# fetch_stage

`config.mk`:
```
export PLATFORM = sky130hd
export DESIGN_NAME = fetch_stage
export DESIGN_NICKNAME = d
export VERILOG_FILES = /design/src/rtl/fetch_pkg.sv /design/src/rtl/fetch_queue.sv /design/src/rtl/fetch_stage.sv
export SDC_FILE = /design/constraint.sdc
export NUM_CORES = 1
export LEC_CHECK = 0
export ABC_AREA = 1
export ABC_CLOCK_PERIOD_IN_PS = 13800
export CORE_MARGIN = 1
export CORE_UTILIZATION = 55
export DETAILED_ROUTE_END_ITERATION = 12
export GPL_ROUTABILITY_DRIVEN = 0
export PLACE_DENSITY_LB_ADDON = 0.25
export SETUP_SLACK_MARGIN = 0.3
export SYNTH_ARGS = -nofsm -noshare
export SYNTH_HDL_FRONTEND = slang
export SYNTH_HIERARCHICAL = 1
export SYNTH_SLANG_ARGS = --single-unit
```
`constraint.sdc`:
```
create_clock -name clk -period 13.8 [get_ports clk]
set_input_delay 2.76 -clock clk [delete_from_list [all_inputs] [get_ports clk]]
set_output_delay 2.76 -clock clk [all_outputs]
set_load 0.01 [all_outputs]
```
`src/rtl/fetch_pkg.sv`:
```
// Shared types and constants for the instruction fetch stage.
package fetch_pkg;

  localparam logic [31:0] PC_STEP = 32'd4;

  typedef struct packed {
    logic [31:0] pc;
    logic [31:0] inst;
  } fetch_entry_t;

  // Instruction addresses are word aligned; the low two bits are dropped.
  function automatic logic [31:0] align_pc(input logic [31:0] pc);
    return pc & ~32'h0000_0003;
  endfunction

endpackage

```
`src/rtl/fetch_queue.sv`:
```
// Power-of-two FIFO holding fetched {pc, inst} entries; head is read from storage.
module fetch_queue
  import fetch_pkg::*;
#(
  parameter int DEPTH = 2
) (
  input  logic         clk,
  input  logic         rst,
  input  logic         flush,
  input  logic         push,
  input  fetch_entry_t push_entry,
  input  logic         pop,
  output logic         full,
  output logic         empty,
  output fetch_entry_t head_entry
);

  localparam int PW = $clog2(DEPTH);
  localparam int CW = PW + 1;

  fetch_entry_t    mem [DEPTH];
  logic [PW-1:0]   head;
  logic [PW-1:0]   tail;
  logic [CW-1:0]   count;

  // Pointers wrap naturally because DEPTH is a power of two.
  always_ff @(posedge clk) begin
    if (rst || flush) begin
      head  <= '0;
      tail  <= '0;
      count <= '0;
    end else begin
      if (push) tail <= tail + PW'(1);
      if (pop)  head <= head + PW'(1);
      unique case ({push, pop})
        2'b10:   count <= count + CW'(1);
        2'b01:   count <= count - CW'(1);
        default: count <= count;
      endcase
    end
  end

  // Storage is not reset; contents are only observed while count != 0.
  always_ff @(posedge clk) begin
    if (push && !rst && !flush) mem[tail] <= push_entry;
  end

  assign full       = (count == CW'(DEPTH));
  assign empty      = (count == '0);
  assign head_entry = mem[head];

endmodule

```
`src/rtl/fetch_stage.sv`:
```
// Fetch stage: PC register, next-PC selection and a small decode-side queue.
module fetch_stage
  import fetch_pkg::*;
#(
  parameter logic [31:0] RESET_PC    = 32'h0000_0000,
  parameter int          QUEUE_DEPTH = 2
) (
  input  logic        clk,
  input  logic        rst,
  input  logic        redirect_valid,
  input  logic [31:0] redirect_pc,
  output logic [31:0] imem_pc,
  input  logic [31:0] imem_inst,
  output logic        out_valid,
  input  logic        out_ready,
  output logic [31:0] out_pc,
  output logic [31:0] out_inst
);

  // Handshake: an entry transfers on a clock edge where out_valid && out_ready;
  // out_valid never depends on out_ready and the presented entry is held
  // unchanged until it transfers (or a redirect/reset discards it).

  logic [31:0]  pc_q;
  logic [31:0]  pc_next;
  logic         push;
  logic         pop;
  logic         q_full;
  logic         q_empty;
  fetch_entry_t push_entry;
  fetch_entry_t head_entry;

  assign imem_pc    = pc_q;
  assign pop        = out_valid && out_ready;
  // A pop frees a slot in the same cycle, so a full queue keeps streaming.
  assign push       = !redirect_valid && (!q_full || pop);
  assign push_entry = '{pc: pc_q, inst: imem_inst};

  always_comb begin
    pc_next = pc_q;
    if (redirect_valid) pc_next = align_pc(redirect_pc);
    else if (push)      pc_next = pc_q + PC_STEP;
  end

  always_ff @(posedge clk) begin
    if (rst) pc_q <= RESET_PC;
    else     pc_q <= pc_next;
  end

  fetch_queue #(
    .DEPTH(QUEUE_DEPTH)
  ) u_queue (
    .clk       (clk),
    .rst       (rst),
    .flush     (redirect_valid),
    .push      (push),
    .push_entry(push_entry),
    .pop       (pop),
    .full      (q_full),
    .empty     (q_empty),
    .head_entry(head_entry)
  );

  assign out_valid = !q_empty;
  assign out_pc    = head_entry.pc;
  assign out_inst  = head_entry.inst;

endmodule

```
==> fetch_stage/route_heat.png <==
24 x 24 tiles, from white (low) to dark blue (high), scaled to the fullest tile. Values are wire area over tile area, all layers added.
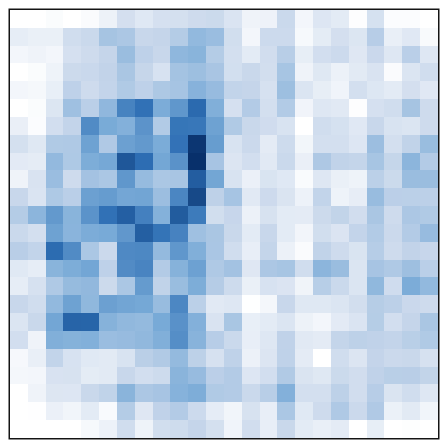
- nearly empty tiles: 4.3%
- mean over tiles: 0.18
- emptiest ninth of the die: north-east
- fullest tile: 0.65
- tiles over half the peak: 11%
- densest ninth of the die: west

==> flow_summary.toml <==
# synthesis and place-and-route metrics
[status]
outcome = "complete, no violations"

[setup_path]
worstPathRequired_ns = 11.04
worstSetupEndpointType = "primary output"
endpoint = "out_pc[14]"
crit_slowest_cell = "buf_4"
critical_path.top_delay_family = "buffers and inverters"
worstPathCellList = "buf_4 > mux2_2 > clkdlybuf4s50_1"

[min_path]
hold_removal_path_class = "reg -> reg"

[sta]
rsz_0062_raised_after_global_routing = "false"
worst_slack_ns = 8.38
final_min_period_over_clock_period_pct = 39.3
final.hold.worst_slack_ns = 0.494

[placement]
placed_area_mm2 = 0.00911

[synthesis]
yosysWarningCount = 6

[floorplan]
placement_rows = 42
==> logic make-up (layout without fill, tap and decap cells) <==
| kind of cell | count (synthesis) | after routing | synth area share [%] |
|---|---|---|---|
| xor+xnor | 8 | 8 | 0.943 |
| flops | 163 | 163 | 61.2 |
| simple gates | 214 | 214 | 14.3 |
| mux | 64 | 64 | 12.7 |
| compound gates | 59 | 59 | 4.75 |
| fa+ha+maj | 2 | 2 | 0.337 |
| buf+inv | 75 | 252 | 5.66 |
| other cells | 1 | 6 | 0.0505 |
==> cell type report <==
class | count | area share, %
clock buffers | 22 | 4.76
clock inverters | 9 | 1.85
inverters | 55 | 2.12
multi-input cells | 353 | 25.6
flip-flops and latches | 163 | 46.6
well taps | 176 | 2.26
repair buffers | 166 | 16.9
==> where the power goes <==
group	switching (W)	internal, W
combinational	0.0000434	0.0000579
sequential	0.0000143	0.000544
clock	0.000177	0.000331
total	0.000235	0.000933
==> state kept, by name (all words and copies together) (netlist names), named ones only <==
register       count
u_queue/mem      128
imem_pc           30
u_queue/count      2
u_queue/head       1
u_queue/tail       1

# ram_bist_flat

==> ram_bist_flat/gates.png <==
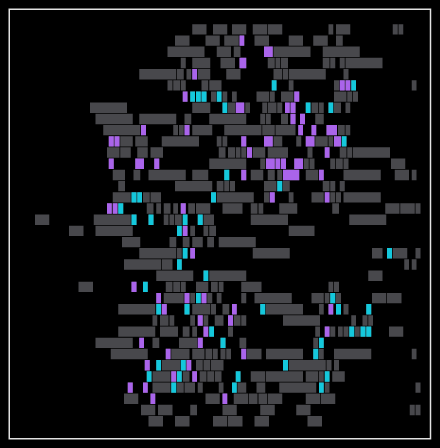
==> ram_bist_flat/closeup.png <==
Scale bar: 5 um. Window x 41 to 61, y 63 to 83 um. Cells in grey, sequential cells in the stronger grey; small squares are vias.
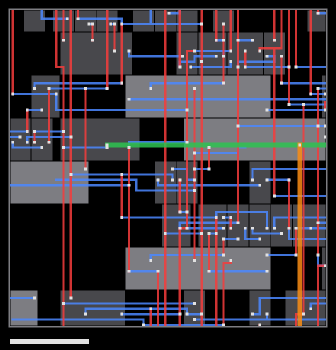
==> ram_bist_flat/route_heat.png <==
20 x 21 tiles, from white (low) to dark blue (high), scaled to the fullest tile. Values are wire area over tile area, all layers added.
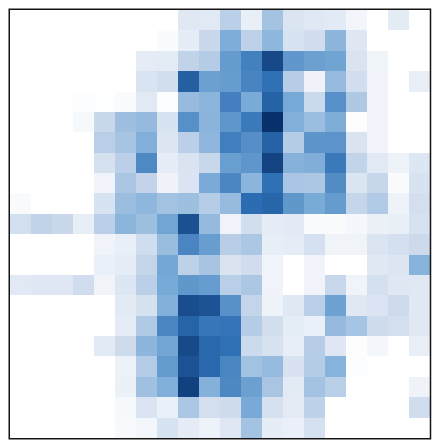
### src/rtl/ram_bist_if.sv
// rtl/ram_bist_if.sv - single-port RAM bus between the BIST engine and the RAM under test
interface ram_bist_if #(
    parameter int ADDR_W = 5,
    parameter int DATA_W = 8
);
    logic              wea;
    logic [ADDR_W-1:0] addra;
    logic [DATA_W-1:0] dina;
    logic [DATA_W-1:0] douta;

    modport master (output wea, addra, dina, input douta);
    modport slave  (input wea, addra, dina, output douta);
endinterface

### src/rtl/ram_bist.sv
// rtl/ram_bist.sv - write/gap/read RAM self-test engine; define RAM_BIST_ERR_LOG_EN for first-mismatch capture
module ram_bist #(
    parameter int ADDR_W = 5,
    parameter int DATA_W = 8,
    parameter int RD_LAT = 1,
    parameter int GAP    = 68
) (
    input  logic              clk,
    input  logic              rst,
    input  logic              start,
    input  logic [1:0]        mode,
    ram_bist_if.master        ram,
    output logic              busy,
    output logic              done,
    output logic              pass,
    output logic [15:0]       err_cnt,
    output logic [ADDR_W-1:0] err_addr,
    output logic [DATA_W-1:0] err_data
);
    localparam int WC_W = $clog2(GAP + RD_LAT + 1);

    typedef enum logic [2:0] {
        S_IDLE, S_WRITE, S_GAP, S_READ, S_DRAIN, S_DONE
    } state_t;

    state_t            state, state_nx;
    logic [ADDR_W-1:0] addr_cnt;
    logic [WC_W-1:0]   wait_cnt;
    logic [1:0]        mode_q;
    logic              start_acc;
    logic              mismatch;
    logic              vld_q [RD_LAT];
    logic [DATA_W-1:0] exp_q [RD_LAT];

    function automatic logic [DATA_W-1:0] pat(input logic [1:0] m, input logic [ADDR_W-1:0] a);
        logic [DATA_W-1:0] inc;
        logic [DATA_W-1:0] p;
        inc = DATA_W'(a) + DATA_W'(1);
        p   = '0;
        case (m)
            2'd0:    p = inc;
            2'd1:    p = ~inc;
            2'd2:    p = DATA_W'(1) << (int'(a) % DATA_W);
            default: for (int i = 0; i < DATA_W; i++) p[i] = a[0] ^ (i % 2 == 0);
        endcase
        return p;
    endfunction

    assign start_acc = start && (state == S_IDLE || state == S_DONE);

    // state register
    always_ff @(posedge clk or posedge rst) begin
        if (rst) state <= S_IDLE;
        else     state <= state_nx;
    end

    // phase sequencing: each phase ends on its own counter terminal value
    always_comb begin
        state_nx = state;
        case (state)
            S_IDLE, S_DONE: if (start)                         state_nx = S_WRITE;
            S_WRITE:        if (addr_cnt == '1)                state_nx = S_GAP;
            S_GAP:          if (wait_cnt == WC_W'(GAP - 1))    state_nx = S_READ;
            S_READ:         if (addr_cnt == '1)                state_nx = S_DRAIN;
            S_DRAIN:        if (wait_cnt == WC_W'(RD_LAT - 1)) state_nx = S_DONE;
            default:                                           state_nx = S_IDLE;
        endcase
    end

    // address sweeps wrap naturally from N-1 back to 0; wait counter times GAP and DRAIN
    always_ff @(posedge clk or posedge rst) begin
        if (rst) begin
            addr_cnt <= '0;
            wait_cnt <= '0;
            mode_q   <= 2'd0;
        end else begin
            addr_cnt <= (state == S_WRITE || state == S_READ) ? addr_cnt + 1'b1 : '0;
            wait_cnt <= ((state == S_GAP || state == S_DRAIN) && state_nx == state) ? wait_cnt + 1'b1 : '0;
            if (start_acc) mode_q <= mode;
        end
    end

    assign ram.wea   = (state == S_WRITE);
    assign ram.addra = (state == S_WRITE || state == S_READ) ? addr_cnt : '0;
    assign ram.dina  = (state == S_WRITE) ? pat(mode_q, addr_cnt) : '0;
    assign busy      = (state == S_WRITE || state == S_GAP || state == S_READ || state == S_DRAIN);
    assign done      = (state == S_DONE);
    assign pass      = done && (err_cnt == 16'd0);

    // expected data travels alongside the RAM read latency
    always_ff @(posedge clk or posedge rst) begin
        if (rst) begin
            for (int i = 0; i < RD_LAT; i++) begin
                vld_q[i] <= 1'b0;
                exp_q[i] <= '0;
            end
        end else begin
            vld_q[0] <= (state == S_READ);
            exp_q[0] <= pat(mode_q, addr_cnt);
            for (int i = 1; i < RD_LAT; i++) begin
                vld_q[i] <= vld_q[i-1];
                exp_q[i] <= exp_q[i-1];
            end
        end
    end

    assign mismatch = vld_q[RD_LAT-1] && (ram.douta != exp_q[RD_LAT-1]);

    // saturating mismatch counter, cleared when a new test is accepted
    always_ff @(posedge clk or posedge rst) begin
        if (rst)                                    err_cnt <= 16'd0;
        else if (start_acc)                         err_cnt <= 16'd0;
        else if (mismatch && err_cnt != 16'hFFFF)   err_cnt <= err_cnt + 16'd1;
    end

`ifdef RAM_BIST_ERR_LOG_EN
    logic [ADDR_W-1:0] adr_q [RD_LAT];

    // read address delayed to line up with douta for the error log
    always_ff @(posedge clk or posedge rst) begin
        if (rst) begin
            for (int i = 0; i < RD_LAT; i++) adr_q[i] <= '0;
        end else begin
            adr_q[0] <= addr_cnt;
            for (int i = 1; i < RD_LAT; i++) adr_q[i] <= adr_q[i-1];
        end
    end

    // capture only the first mismatch of a test
    always_ff @(posedge clk or posedge rst) begin
        if (rst) begin
            err_addr <= '0;
            err_data <= '0;
        end else if (start_acc) begin
            err_addr <= '0;
            err_data <= '0;
        end else if (mismatch && err_cnt == 16'd0) begin
            err_addr <= adr_q[RD_LAT-1];
            err_data <= ram.douta;
        end
    end
`else
    assign err_addr = '0;
    assign err_data = '0;
`endif
endmodule

### src/flat_wrapper.sv
// flat-port wrapper written by rule: the top's interface ports become plain ports
module ram_bist_flat 
#(
    parameter int ADDR_W = 5,
    parameter int DATA_W = 8,
    parameter int RD_LAT = 1,
    parameter int GAP    = 68
)
  (clk, rst, start, mode, busy, done, pass, err_cnt, err_addr, err_data, ram_wea, ram_addra, ram_dina, ram_douta);
  ram_bist_if #(.ADDR_W(ADDR_W), .DATA_W(DATA_W)) ram_i ();
  input  logic clk;
  input  logic rst;
  input  logic start;
  input  logic [1:0] mode;
  output logic busy;
  output logic done;
  output logic pass;
  output logic [15:0] err_cnt;
  output logic [ADDR_W-1:0] err_addr;
  output logic [DATA_W-1:0] err_data;
  output wire logic [$bits(ram_i.wea)-1:0] ram_wea;
  output wire logic [$bits(ram_i.addra)-1:0] ram_addra;
  output wire logic [$bits(ram_i.dina)-1:0] ram_dina;
  input wire logic [$bits(ram_i.douta)-1:0] ram_douta;
  assign ram_wea = ram_i.wea;
  assign ram_addra = ram_i.addra;
  assign ram_dina = ram_i.dina;
  assign ram_i.douta = ram_douta;
  ram_bist #(.ADDR_W(ADDR_W), .DATA_W(DATA_W), .RD_LAT(RD_LAT), .GAP(GAP)) u_core (.clk(clk), .rst(rst), .start(start), .mode(mode), .ram(ram_i), .busy(busy), .done(done), .pass(pass), .err_cnt(err_cnt), .err_addr(err_addr), .err_data(err_data));
endmodule
### config.mk
export PLATFORM = sky130hd
export DESIGN_NAME = ram_bist_flat
export DESIGN_NICKNAME = d
export VERILOG_FILES = /design/src/rtl/ram_bist_if.sv /design/src/rtl/ram_bist.sv /design/src/flat_wrapper.sv
export SDC_FILE = /design/constraint.sdc
export NUM_CORES = 1
export LEC_CHECK = 0
export ABC_AREA = 1
export CORE_AREA = 2 2 100 102
export CTS_CLUSTER_SIZE = 28
export DETAILED_ROUTE_END_ITERATION = 7
export DIE_AREA = 0 0 102 104
export PLACE_DENSITY = 0.6
export SLEW_MARGIN = 40
export SYNTH_ARGS = -nofsm -noshare
export SYNTH_HDL_FRONTEND = slang
export SYNTH_SLANG_ARGS = --single-unit
### constraint.sdc
create_clock -name clk -period 4.6 [get_ports clk]
set_input_delay 1.38 -clock clk [delete_from_list [all_inputs] [get_ports clk]]
set_output_delay 1.38 -clock clk [all_outputs]
set_load 0.02 [all_outputs]
==> flow_summary.toml <==
# synthesis and place-and-route metrics
[min_path]
holdPathEnd = "u_core.wait_cnt[0]"

[floorplan]
core_footprint_mm2 = 0.00955
count_of_boundary_i_o_pins = 59

[setup_path]
crit-reg2reg-launch = "u_core.addr_cnt[0]"
setup.reg_to_reg.worst_slack_ns = 2.79
crit_slowest_cell = "clkdlybuf4s50_1"

[cts]
clk_latency_ns = 0.30
tritoncts = "done"
cts_resized = 0

[pwr]
post-layout-total-power_w = 0.00183

[finish]
finalCoreUtilization_pct = 35.7
final_nets = 450

[grt]
grt_pass1_wl_mm = 10.4
grt_max_degree = 43

[synthesis]
syn_inst = 380
synth.cells.most_frequent = "nand2_1, nor2_1, inv_1"
synthTopCellsByArea = "dfrtp_1, nand2_1, nor2_1"

[status]
outcome = "complete, no violations"

[routing]
wl_per_cell_um = 10.9

[run]
warnings = 32
About ram_bist_flat/gates.png:
- purple: nor cells (cells 66; most used nor2_1)
- cyan: inv cells (cells 50; most used inv_1)

About ram_bist_flat/closeup.png:
- green: M3
- orange: M4
- blue: M1
- red: M2
- netlist names of flops here include: u_core.err_cnt (4)
- most frequent: nand2_1 (9), nor2_1 (5), inv_1 (5)
- sequential cells in the window: 4
- cells with their middle in the window: 34

About ram_bist_flat/route_heat.png:
- mean over tiles: 0.090
- tiles over half the peak: 15%
- fullest tile: 0.41
- nearly empty tiles: 31%

-- state kept, by name (all words and copies together), names as in the netlist --
signal           count
u_core.addr_cnt      5
u_core.err_cnt      16
u_core.exp_q         8
u_core.mode_q        2
u_core.state         3
u_core.vld_q         1
u_core.wait_cnt      7
-- worst reg2reg max path, delay by kind of cell (launching register included) --
family,cells,cell delay (ns)
and+or+nand+nor,5,0.70
DFF,1,0.48
AOI/OAI and AO/OA,1,0.11
adders and majority gates,2,0.44
-- report_power, final --
part           switching, W  internal [W]
sequential        0.0000908      0.000462
combinational      0.000611      0.000420
clock              0.000124      0.000121
total              0.000826       0.00100
-- layer usage --
metal	wire length, um	GRT usage [%]	vias to the layer above	part of all wire [%]
met4	116	4.10	0	1.9
met5	0	0	-	0
met1	2830	15.7	1115	46
li1	-	-	1249	-
met2	2950	19.8	38	48
met3	225	2.22	7	3.7
-- area by class of cell --
type | count | area share (%)
inverter | 50 | 5.50
tap | 133 | 4.88
sequential | 42 | 30.8
timing repair buffer | 47 | 13.7
clock buffer | 7 | 2.53
clock inverter | 1 | 0.147
multi-input combinational | 280 | 42.5

# muldiv_unit

==> muldiv_unit/closeup.png <==
Scale bar: 5 um. Window x 54 to 74, y 80 to 100 um. Cells in grey, sequential cells in the stronger grey; small squares are vias.
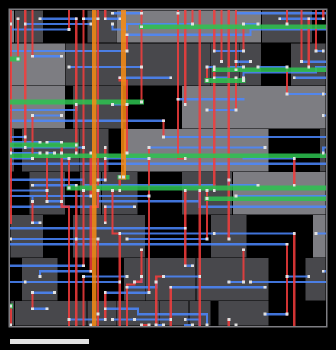
==> muldiv_unit/clock_nets.png <==
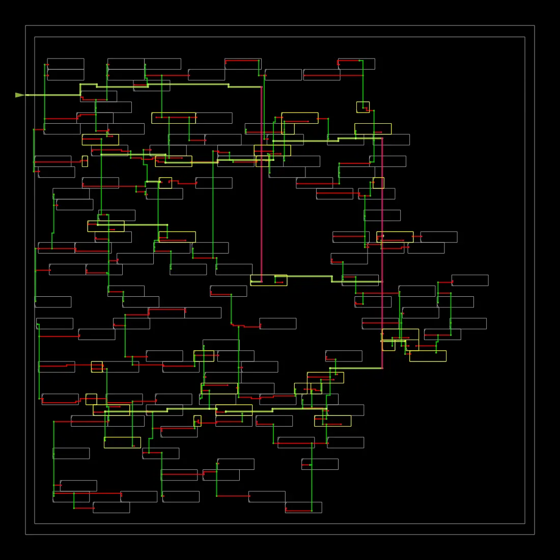
`src/rtl/muldiv_unit.sv`:
```
// muldiv_unit: iterative unsigned 16-bit multiply/divide.
// Takes 16 RUN cycles per operation and ends with a one-cycle register-file write.
module muldiv_unit (
    input  logic        clk,
    input  logic        rst,
    input  logic        start,
    input  logic [1:0]  op,
    input  logic [15:0] a,
    input  logic [15:0] b,
    input  logic [3:0]  dst,
    output logic        busy,
    output logic        wr,
    output logic [3:0]  rw,
    output logic [15:0] val
);

    typedef enum logic [1:0] {IDLE, RUN, WB} state_t;

    localparam logic [1:0] MULLO = 2'b00;
    localparam logic [1:0] MULHI = 2'b01;
    localparam logic [1:0] DIVQ  = 2'b10;
    localparam logic [1:0] DIVR  = 2'b11;

    state_t      state;
    logic [3:0]  cnt;
    logic [1:0]  op_q;
    logic [15:0] b_q;
    logic [3:0]  dst_q;
    logic [31:0] prod;
    logic [16:0] rem;
    logic [15:0] quo;

    logic [16:0] msum;
    logic [31:0] prod_n;
    logic [17:0] shl;
    logic [17:0] diff;
    logic [16:0] rem_n;
    logic [15:0] quo_n;
    logic [15:0] res;

    // One multiply step and one divide step, plus the result
    // selection used on the last iteration.
    always_comb begin
        msum   = {1'b0, prod[31:16]} + (prod[0] ? {1'b0, b_q} : 17'd0);
        prod_n = {msum, prod[15:1]};
        shl    = {rem, quo[15]};
        diff   = shl - {2'b00, b_q};
        rem_n  = shl[16:0];
        quo_n  = {quo[14:0], 1'b0};
        if (!diff[17]) begin
            rem_n = diff[16:0];
            quo_n = {quo[14:0], 1'b1};
        end
        res = 16'h0000;
        unique case (op_q)
            MULLO: res = prod_n[15:0];
            MULHI: res = prod_n[31:16];
            DIVQ:  res = quo_n;
            DIVR:  res = rem_n[15:0];
            default: res = 16'h0000;
        endcase
    end

    // Control FSM with the datapath registers and registered outputs.
    always_ff @(posedge clk or posedge rst) begin
        if (rst) begin
            state <= IDLE;
            cnt   <= 4'd0;
            busy  <= 1'b0;
            wr    <= 1'b0;
            rw    <= 4'd0;
            val   <= 16'h0000;
            op_q  <= 2'b00;
            b_q   <= 16'h0000;
            dst_q <= 4'd0;
            prod  <= 32'h0;
            rem   <= 17'h0;
            quo   <= 16'h0000;
        end else begin
            unique case (state)
                IDLE: begin
                    wr <= 1'b0;
                    if (start) begin
                        op_q  <= op;
                        b_q   <= b;
                        dst_q <= dst;
                        prod  <= {16'h0000, a};
                        quo   <= a;
                        rem   <= 17'h0;
                        cnt   <= 4'd0;
                        busy  <= 1'b1;
                        state <= RUN;
                    end
                end
                RUN: begin
                    prod <= prod_n;
                    rem  <= rem_n;
                    quo  <= quo_n;
                    cnt  <= cnt + 4'd1;
                    if (cnt == 4'd15) begin
                        wr    <= 1'b1;
                        rw    <= dst_q;
                        val   <= res;
                        state <= WB;
                    end
                end
                WB: begin
                    wr    <= 1'b0;
                    busy  <= 1'b0;
                    state <= IDLE;
                end
                default: begin
                    wr    <= 1'b0;
                    busy  <= 1'b0;
                    state <= IDLE;
                end
            endcase
        end
    end

endmodule

```
`config.mk`:
```
export PLATFORM = sky130hd
export DESIGN_NAME = muldiv_unit
export DESIGN_NICKNAME = d
export VERILOG_FILES = /design/src/rtl/muldiv_unit.sv
export SDC_FILE = /design/constraint.sdc
export NUM_CORES = 1
export LEC_CHECK = 0
export CAP_MARGIN = 5
export CORE_MARGIN = 2
export CORE_UTILIZATION = 44
export DETAILED_ROUTE_END_ITERATION = 12
export PLACE_DENSITY = 0.73
export SYNTH_ARGS = -nofsm -noshare
export SYNTH_HDL_FRONTEND = slang
export SYNTH_SLANG_ARGS = --single-unit
export TNS_END_PERCENT = 20
```
`constraint.sdc`:
```
create_clock -name clk -period 10.05 [get_ports clk]
set_clock_uncertainty 0.05 [all_clocks]
set_input_delay 1.005 -clock clk [delete_from_list [all_inputs] [get_ports clk]]
set_output_delay 1.005 -clock clk [all_outputs]
set_load 0.02 [all_outputs]
```
==> flow_summary.toml <==
# synthesis and place-and-route metrics
[finish]
syn_to_final_growth_pct = 19.6
num_antenna_cells = 0
nFlopsAndLatches = 115
largest_cell_class = "combinational gates"
layout.nonclk_buf_share_pct = 8.32
n_clock_buffer = 19

[setup_path]
timing.rr.end = "val[1]"
worstPathBufferInverterCount = 3
critical_path_depth = 8

[status]
outcome = "complete, no violations"

[sta]
setup_viol = 0
max_freq_mhz = 285
timing.final.max_slew_violations = 0
final_hold_fails = 0

[routing]
dr.pass1.iters = 7
dr.max_layer_used = "met4"
wl_per_cell_um = 18.5
detail_route.wirelength.met1_mm = 8.35
dr.first_iter.drc_count = 496

[grt]
grt_util_met2_pct = 36.6
globalRoute.busiestLayer = "met2"
grt_pass1_vias = 5646
grt_max_degree = 62

[min_path]
timing.hold.worst.start = "dst_q[2]"

[synthesis]
synthMuxAreaShare_pct = 5.01
portion_of_the_post_synthesis_area_used_by_sequential_elements_pct = 42.5
synth.net_count = 817

[floorplan]
dieArea_mm2 = 0.0164
core_footprint_mm2 = 0.0151

[placement]
place.detailed.hpwl_mm = 12.8
About muldiv_unit/closeup.png:
- green: M3
- blue: M1
- red: M2
- orange: M4
- cells with their middle in the window: 31
- sequential cells in the window: 4
- most frequent: o21ai_0 (4), dfrtp_1 (4)
- netlist names of flops here include: prod (2), rem (2)

About muldiv_unit/clock_nets.png:
# clock sinks: 115
clock insertion delay at the later pin of the skew report: 0.42 ns
clock group power: 0.000582 W

[state kept, by name, summed over array words and instances (netlist names)]
name and cells:
val 16, prod 32, op_q 2, b_q 16, rw 4, wr 1
dst_q 4, rem 17, quo 16, state 2, cnt 4, busy 1
[placed cells by master, fill, tap and decap left out, types with 3 or more instances in the layout]
cell,count
o21bai_1,3
xnor2_1,12
nor4_1,4
o21a_1,13
a31oi_1,5
inv_6,3
nor2_1,30
a22oi_1,32
inv_1,25
nor2b_1,10
o31a_1,5
a21o_1,14
o21ai_0,91
nand2b_1,6
o211ai_1,5
o31ai_1,3
or3_1,6
clkinv_4,4
o22ai_1,3
o221ai_1,7
xor2_1,7
ha_1,33
dfrtp_1,115
clkdlybuf4s50_1,62
mux2_2,15
nor3_1,16
a22o_1,11
and2_1,18
mux2i_1,17
and3_1,5
a21oi_1,36
a211oi_1,8
buf_4,7
clkbuf_16,17
clkinvlp_4,4
nand2_1,105
[power by group]
part / internal (W) / leakage, nW / switching, W
registers: 0.000691 / 1.42 / 0.000209
clock network: 0.000349 / 0.267 / 0.000233
logic: 0.000755 / 1.81 / 0.00101

# wptr_full

**config.mk**
```make
export PLATFORM = sky130hd
export DESIGN_NAME = wptr_full
export DESIGN_NICKNAME = d
export VERILOG_FILES = /design/src/rtl/fifo_pkg.sv /design/src/rtl/sync2.sv /design/src/rtl/wptr_full.sv
export SDC_FILE = /design/constraint.sdc
export NUM_CORES = 1
export LEC_CHECK = 0
export CAP_MARGIN = 30
export CORE_MARGIN = 10
export CORE_UTILIZATION = 45
export CTS_BUF_LIST = sky130_fd_sc_hd__clkbuf_8
export DETAILED_ROUTE_END_ITERATION = 8
export PLACE_DENSITY = 0.76
export REMOVE_ABC_BUFFERS = 1
export SLEW_MARGIN = 20
export SYNTH_ARGS = -nofsm -noshare
export SYNTH_HDL_FRONTEND = slang
export SYNTH_SLANG_ARGS = --single-unit
```
**constraint.sdc**
```tcl
create_clock -name w_clk -period 2.2 [get_ports w_clk]
set_input_delay 0.44 -clock w_clk [delete_from_list [all_inputs] [get_ports w_clk]]
set_output_delay 0.44 -clock w_clk [all_outputs]
set_load 0.01 [all_outputs]
```
**src/rtl/fifo_pkg.sv**
```systemverilog
// Shared helpers for the dual-clock FIFO pointer logic.
// Both the write-side full logic and the read-side empty logic use this package.
package fifo_pkg;

    localparam int GW = 32;

    function automatic int ptr_w(input int depth);
        return $clog2(depth) + 1;
    endfunction

    function automatic logic [GW-1:0] bin2gray(input logic [GW-1:0] b);
        return (b >> 1) ^ b;
    endfunction

    function automatic logic [GW-1:0] gray2bin(input logic [GW-1:0] g);
        logic [GW-1:0] b;
        b[GW-1] = g[GW-1];
        for (int i = GW - 2; i >= 0; i--) begin
            b[i] = b[i+1] ^ g[i];
        end
        return b;
    endfunction

endpackage

```
**src/rtl/sync2.sv**
```systemverilog
// Two-flop synchroniser for Gray-coded pointers crossing clock domains.
// Only one bit changes per pointer step, so a metastable sample resolves to old or new.
module sync2 #(
    parameter int SW = 4
) (
    input  logic          clk,
    input  logic          rst_n,
    input  logic [SW-1:0] d,
    output logic [SW-1:0] q
);

    logic [SW-1:0] q1;

    always_ff @(posedge clk or negedge rst_n) begin
        if (!rst_n) begin
            q1 <= '0;
            q  <= '0;
        end else begin
            q1 <= d;
            q  <= q1;
        end
    end

endmodule

```
**src/rtl/wptr_full.sv**
```systemverilog
// Write-side pointer, RAM write address/enable and full/almost-full/fill/overflow
// flags for the dual-clock FIFO, clocked by w_clk.
module wptr_full
    import fifo_pkg::*;
#(
    parameter int WIDTH       = 4,
    parameter int DEPTH       = 8,
    parameter int AFULL_LEVEL = 6,
    localparam int A          = $clog2(DEPTH),
    localparam int PW         = ptr_w(DEPTH)
) (
    input  logic         w_clk,
    input  logic         rst_n,
    input  logic         wr_rq,
    input  logic [A:0]   rptr,
    output logic [A-1:0] waddr,
    output logic [A:0]   wptr,
    output logic         wr_en,
    output logic         full,
    output logic         almost_full,
    output logic [A:0]   wcount,
    output logic         overflow
);

    if (WIDTH < 1 || DEPTH < 4 || (DEPTH & (DEPTH - 1)) != 0 ||
        AFULL_LEVEL < 1 || AFULL_LEVEL > DEPTH) begin : g_param_check
        $error("wptr_full: illegal WIDTH/DEPTH/AFULL_LEVEL");
    end

    localparam logic [PW-1:0] AFULL_TH = PW'(AFULL_LEVEL);

    logic [PW-1:0] wbin;
    logic [PW-1:0] wbin_next;
    logic [PW-1:0] wgray_next;
    logic [PW-1:0] wq2_rptr;
    logic [PW-1:0] rbin_sync;
    logic [PW-1:0] fill_next;
    logic          full_next;

    sync2 #(.SW(PW)) u_sync_rptr (
        .clk   (w_clk),
        .rst_n (rst_n),
        .d     (rptr),
        .q     (wq2_rptr)
    );

    assign wr_en = wr_rq & ~full;
    assign waddr = wbin[A-1:0];

    // Full when the next write pointer equals the read pointer with its top two Gray bits inverted.
    always_comb begin
        wbin_next  = wbin + PW'(wr_en);
        wgray_next = PW'(bin2gray(GW'(wbin_next)));
        rbin_sync  = PW'(gray2bin(GW'(wq2_rptr)));
        fill_next  = wbin_next - rbin_sync;
        full_next  = (wgray_next == {~wq2_rptr[A:A-1], wq2_rptr[A-2:0]});
    end

    always_ff @(posedge w_clk or negedge rst_n) begin
        if (!rst_n) begin
            wbin        <= '0;
            wptr        <= '0;
            full        <= 1'b0;
            almost_full <= 1'b0;
            wcount      <= '0;
            overflow    <= 1'b0;
        end else begin
            wbin        <= wbin_next;
            wptr        <= wgray_next;
            full        <= full_next;
            almost_full <= (fill_next >= AFULL_TH);
            wcount      <= fill_next;
            if (wr_rq && full) begin
                overflow <= 1'b1;
            end
        end
    end

endmodule

```
==> wptr_full/gates.png <==
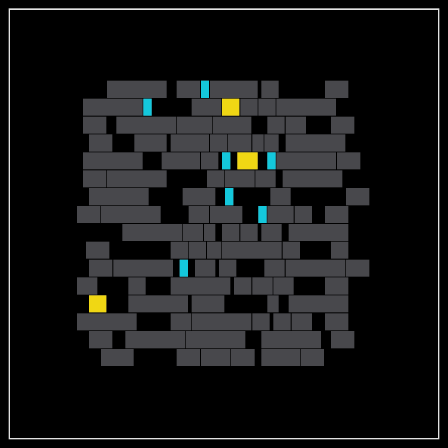
- cyan: inv cells (cells 7; most used inv_1)
- yellow: non-inverting ao/oa cells (cells 3; most used a21o_1)

==> flow_summary.toml <==
# synthesis and place-and-route metrics
[status]
outcome = "finished with violations"
failed_checks = "negative setup slack"

[min_path]
holdPathEnd = "u_sync_rptr.q[0]"
timing.hold.worst.start = "u_sync_rptr.q1[0]"

[grt]
grt_pass1_vias = 739

[pwr]
pwr.group.clock_w = 0.000282
top_power_group = "combinational cells"
pwr.group.sequential_w = 0.000661

[setup_path]
crit_slowest_cell = "fa_1"
timing.rr.end = "almost_full"

[sta]
worst_slack_ns = -0.0569
setup_viol = 1

[routing]
dr.first_iter.drc_count = 11

[floorplan]
core_footprint_mm2 = 0.00194
effective_utilization_at_floorplan_pct = 47.2

[synthesis]
syn-mean-instance-area_um2 = 13.9

[finish]
stdcell_area_mm2 = 0.00140
[cell type report]
type,count,area share (%)
Multi-Input combinational cell,37,28.8
Timing Repair Buffer,37,23.6
Clock buffer,4,3.94
Inverter,7,1.88
Tap cell,27,2.42
Sequential cell,22,39.4
[stage by stage]
| stage | cells | setup TNS (ns) | utilization, % | worst slack [ns] |
|---|---|---|---|---|
| 5_1_grt | 134 | -0.194 | 71.9 | -0.194 |
| 3_3_place_gp | 129 | -1.51 | 65.5 | -0.478 |
| 3_5_place_dp | 129 | -1.75 | 65.5 | -0.549 |
| 4_1_cts | 133 | -0.0277 | 70.5 | -0.0277 |
| 6_report | 134 | -0.0569 | 71.9 | -0.0569 |
| 2_1_floorplan | 66 | -0.165 | - | -0.165 |
[Yosys cell counts, types with 2 or more instances]
library cell / count / area (um2)
inv_1: 7 / 26.3
ha_1: 5 / 62.6
a21o_1: 2 / 15.0
xnor2_1: 10 / 87.6
xor2_1: 5 / 43.8
nand3_1: 2 / 10.0
dfrtp_1: 22 / 551


==> gallery <==
Pin map.
image #1
Scale bar: 20 um. Pins as bars across the die edge, other pins in grey.
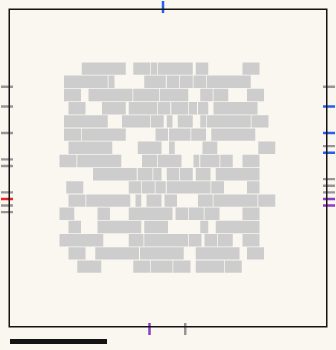
image #2
Scale bar: 50 um. Pins as bars across the die edge, other pins in grey.
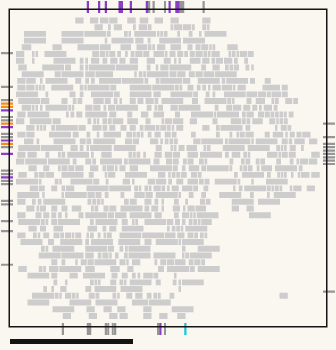
image #3
Scale bar: 20 um. Pins as bars across the die edge, other pins in grey.
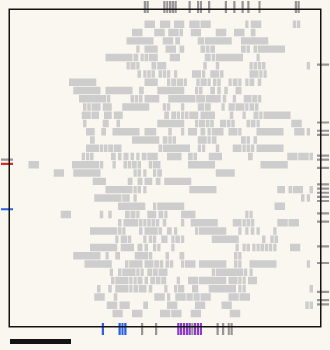
image #4
Scale bar: 20 um. Pins as bars across the die edge, other pins in grey.
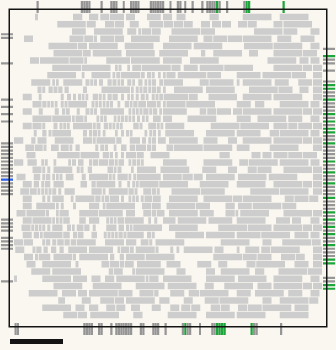
muldiv_unit -> image #2
wptr_full -> image #1
ram_bist_flat -> image #3
fetch_stage -> image #4
The one with the largest die is image #2.
The one with the most pins is image #4.

Power is estimated from default activity; no workload was simulated.
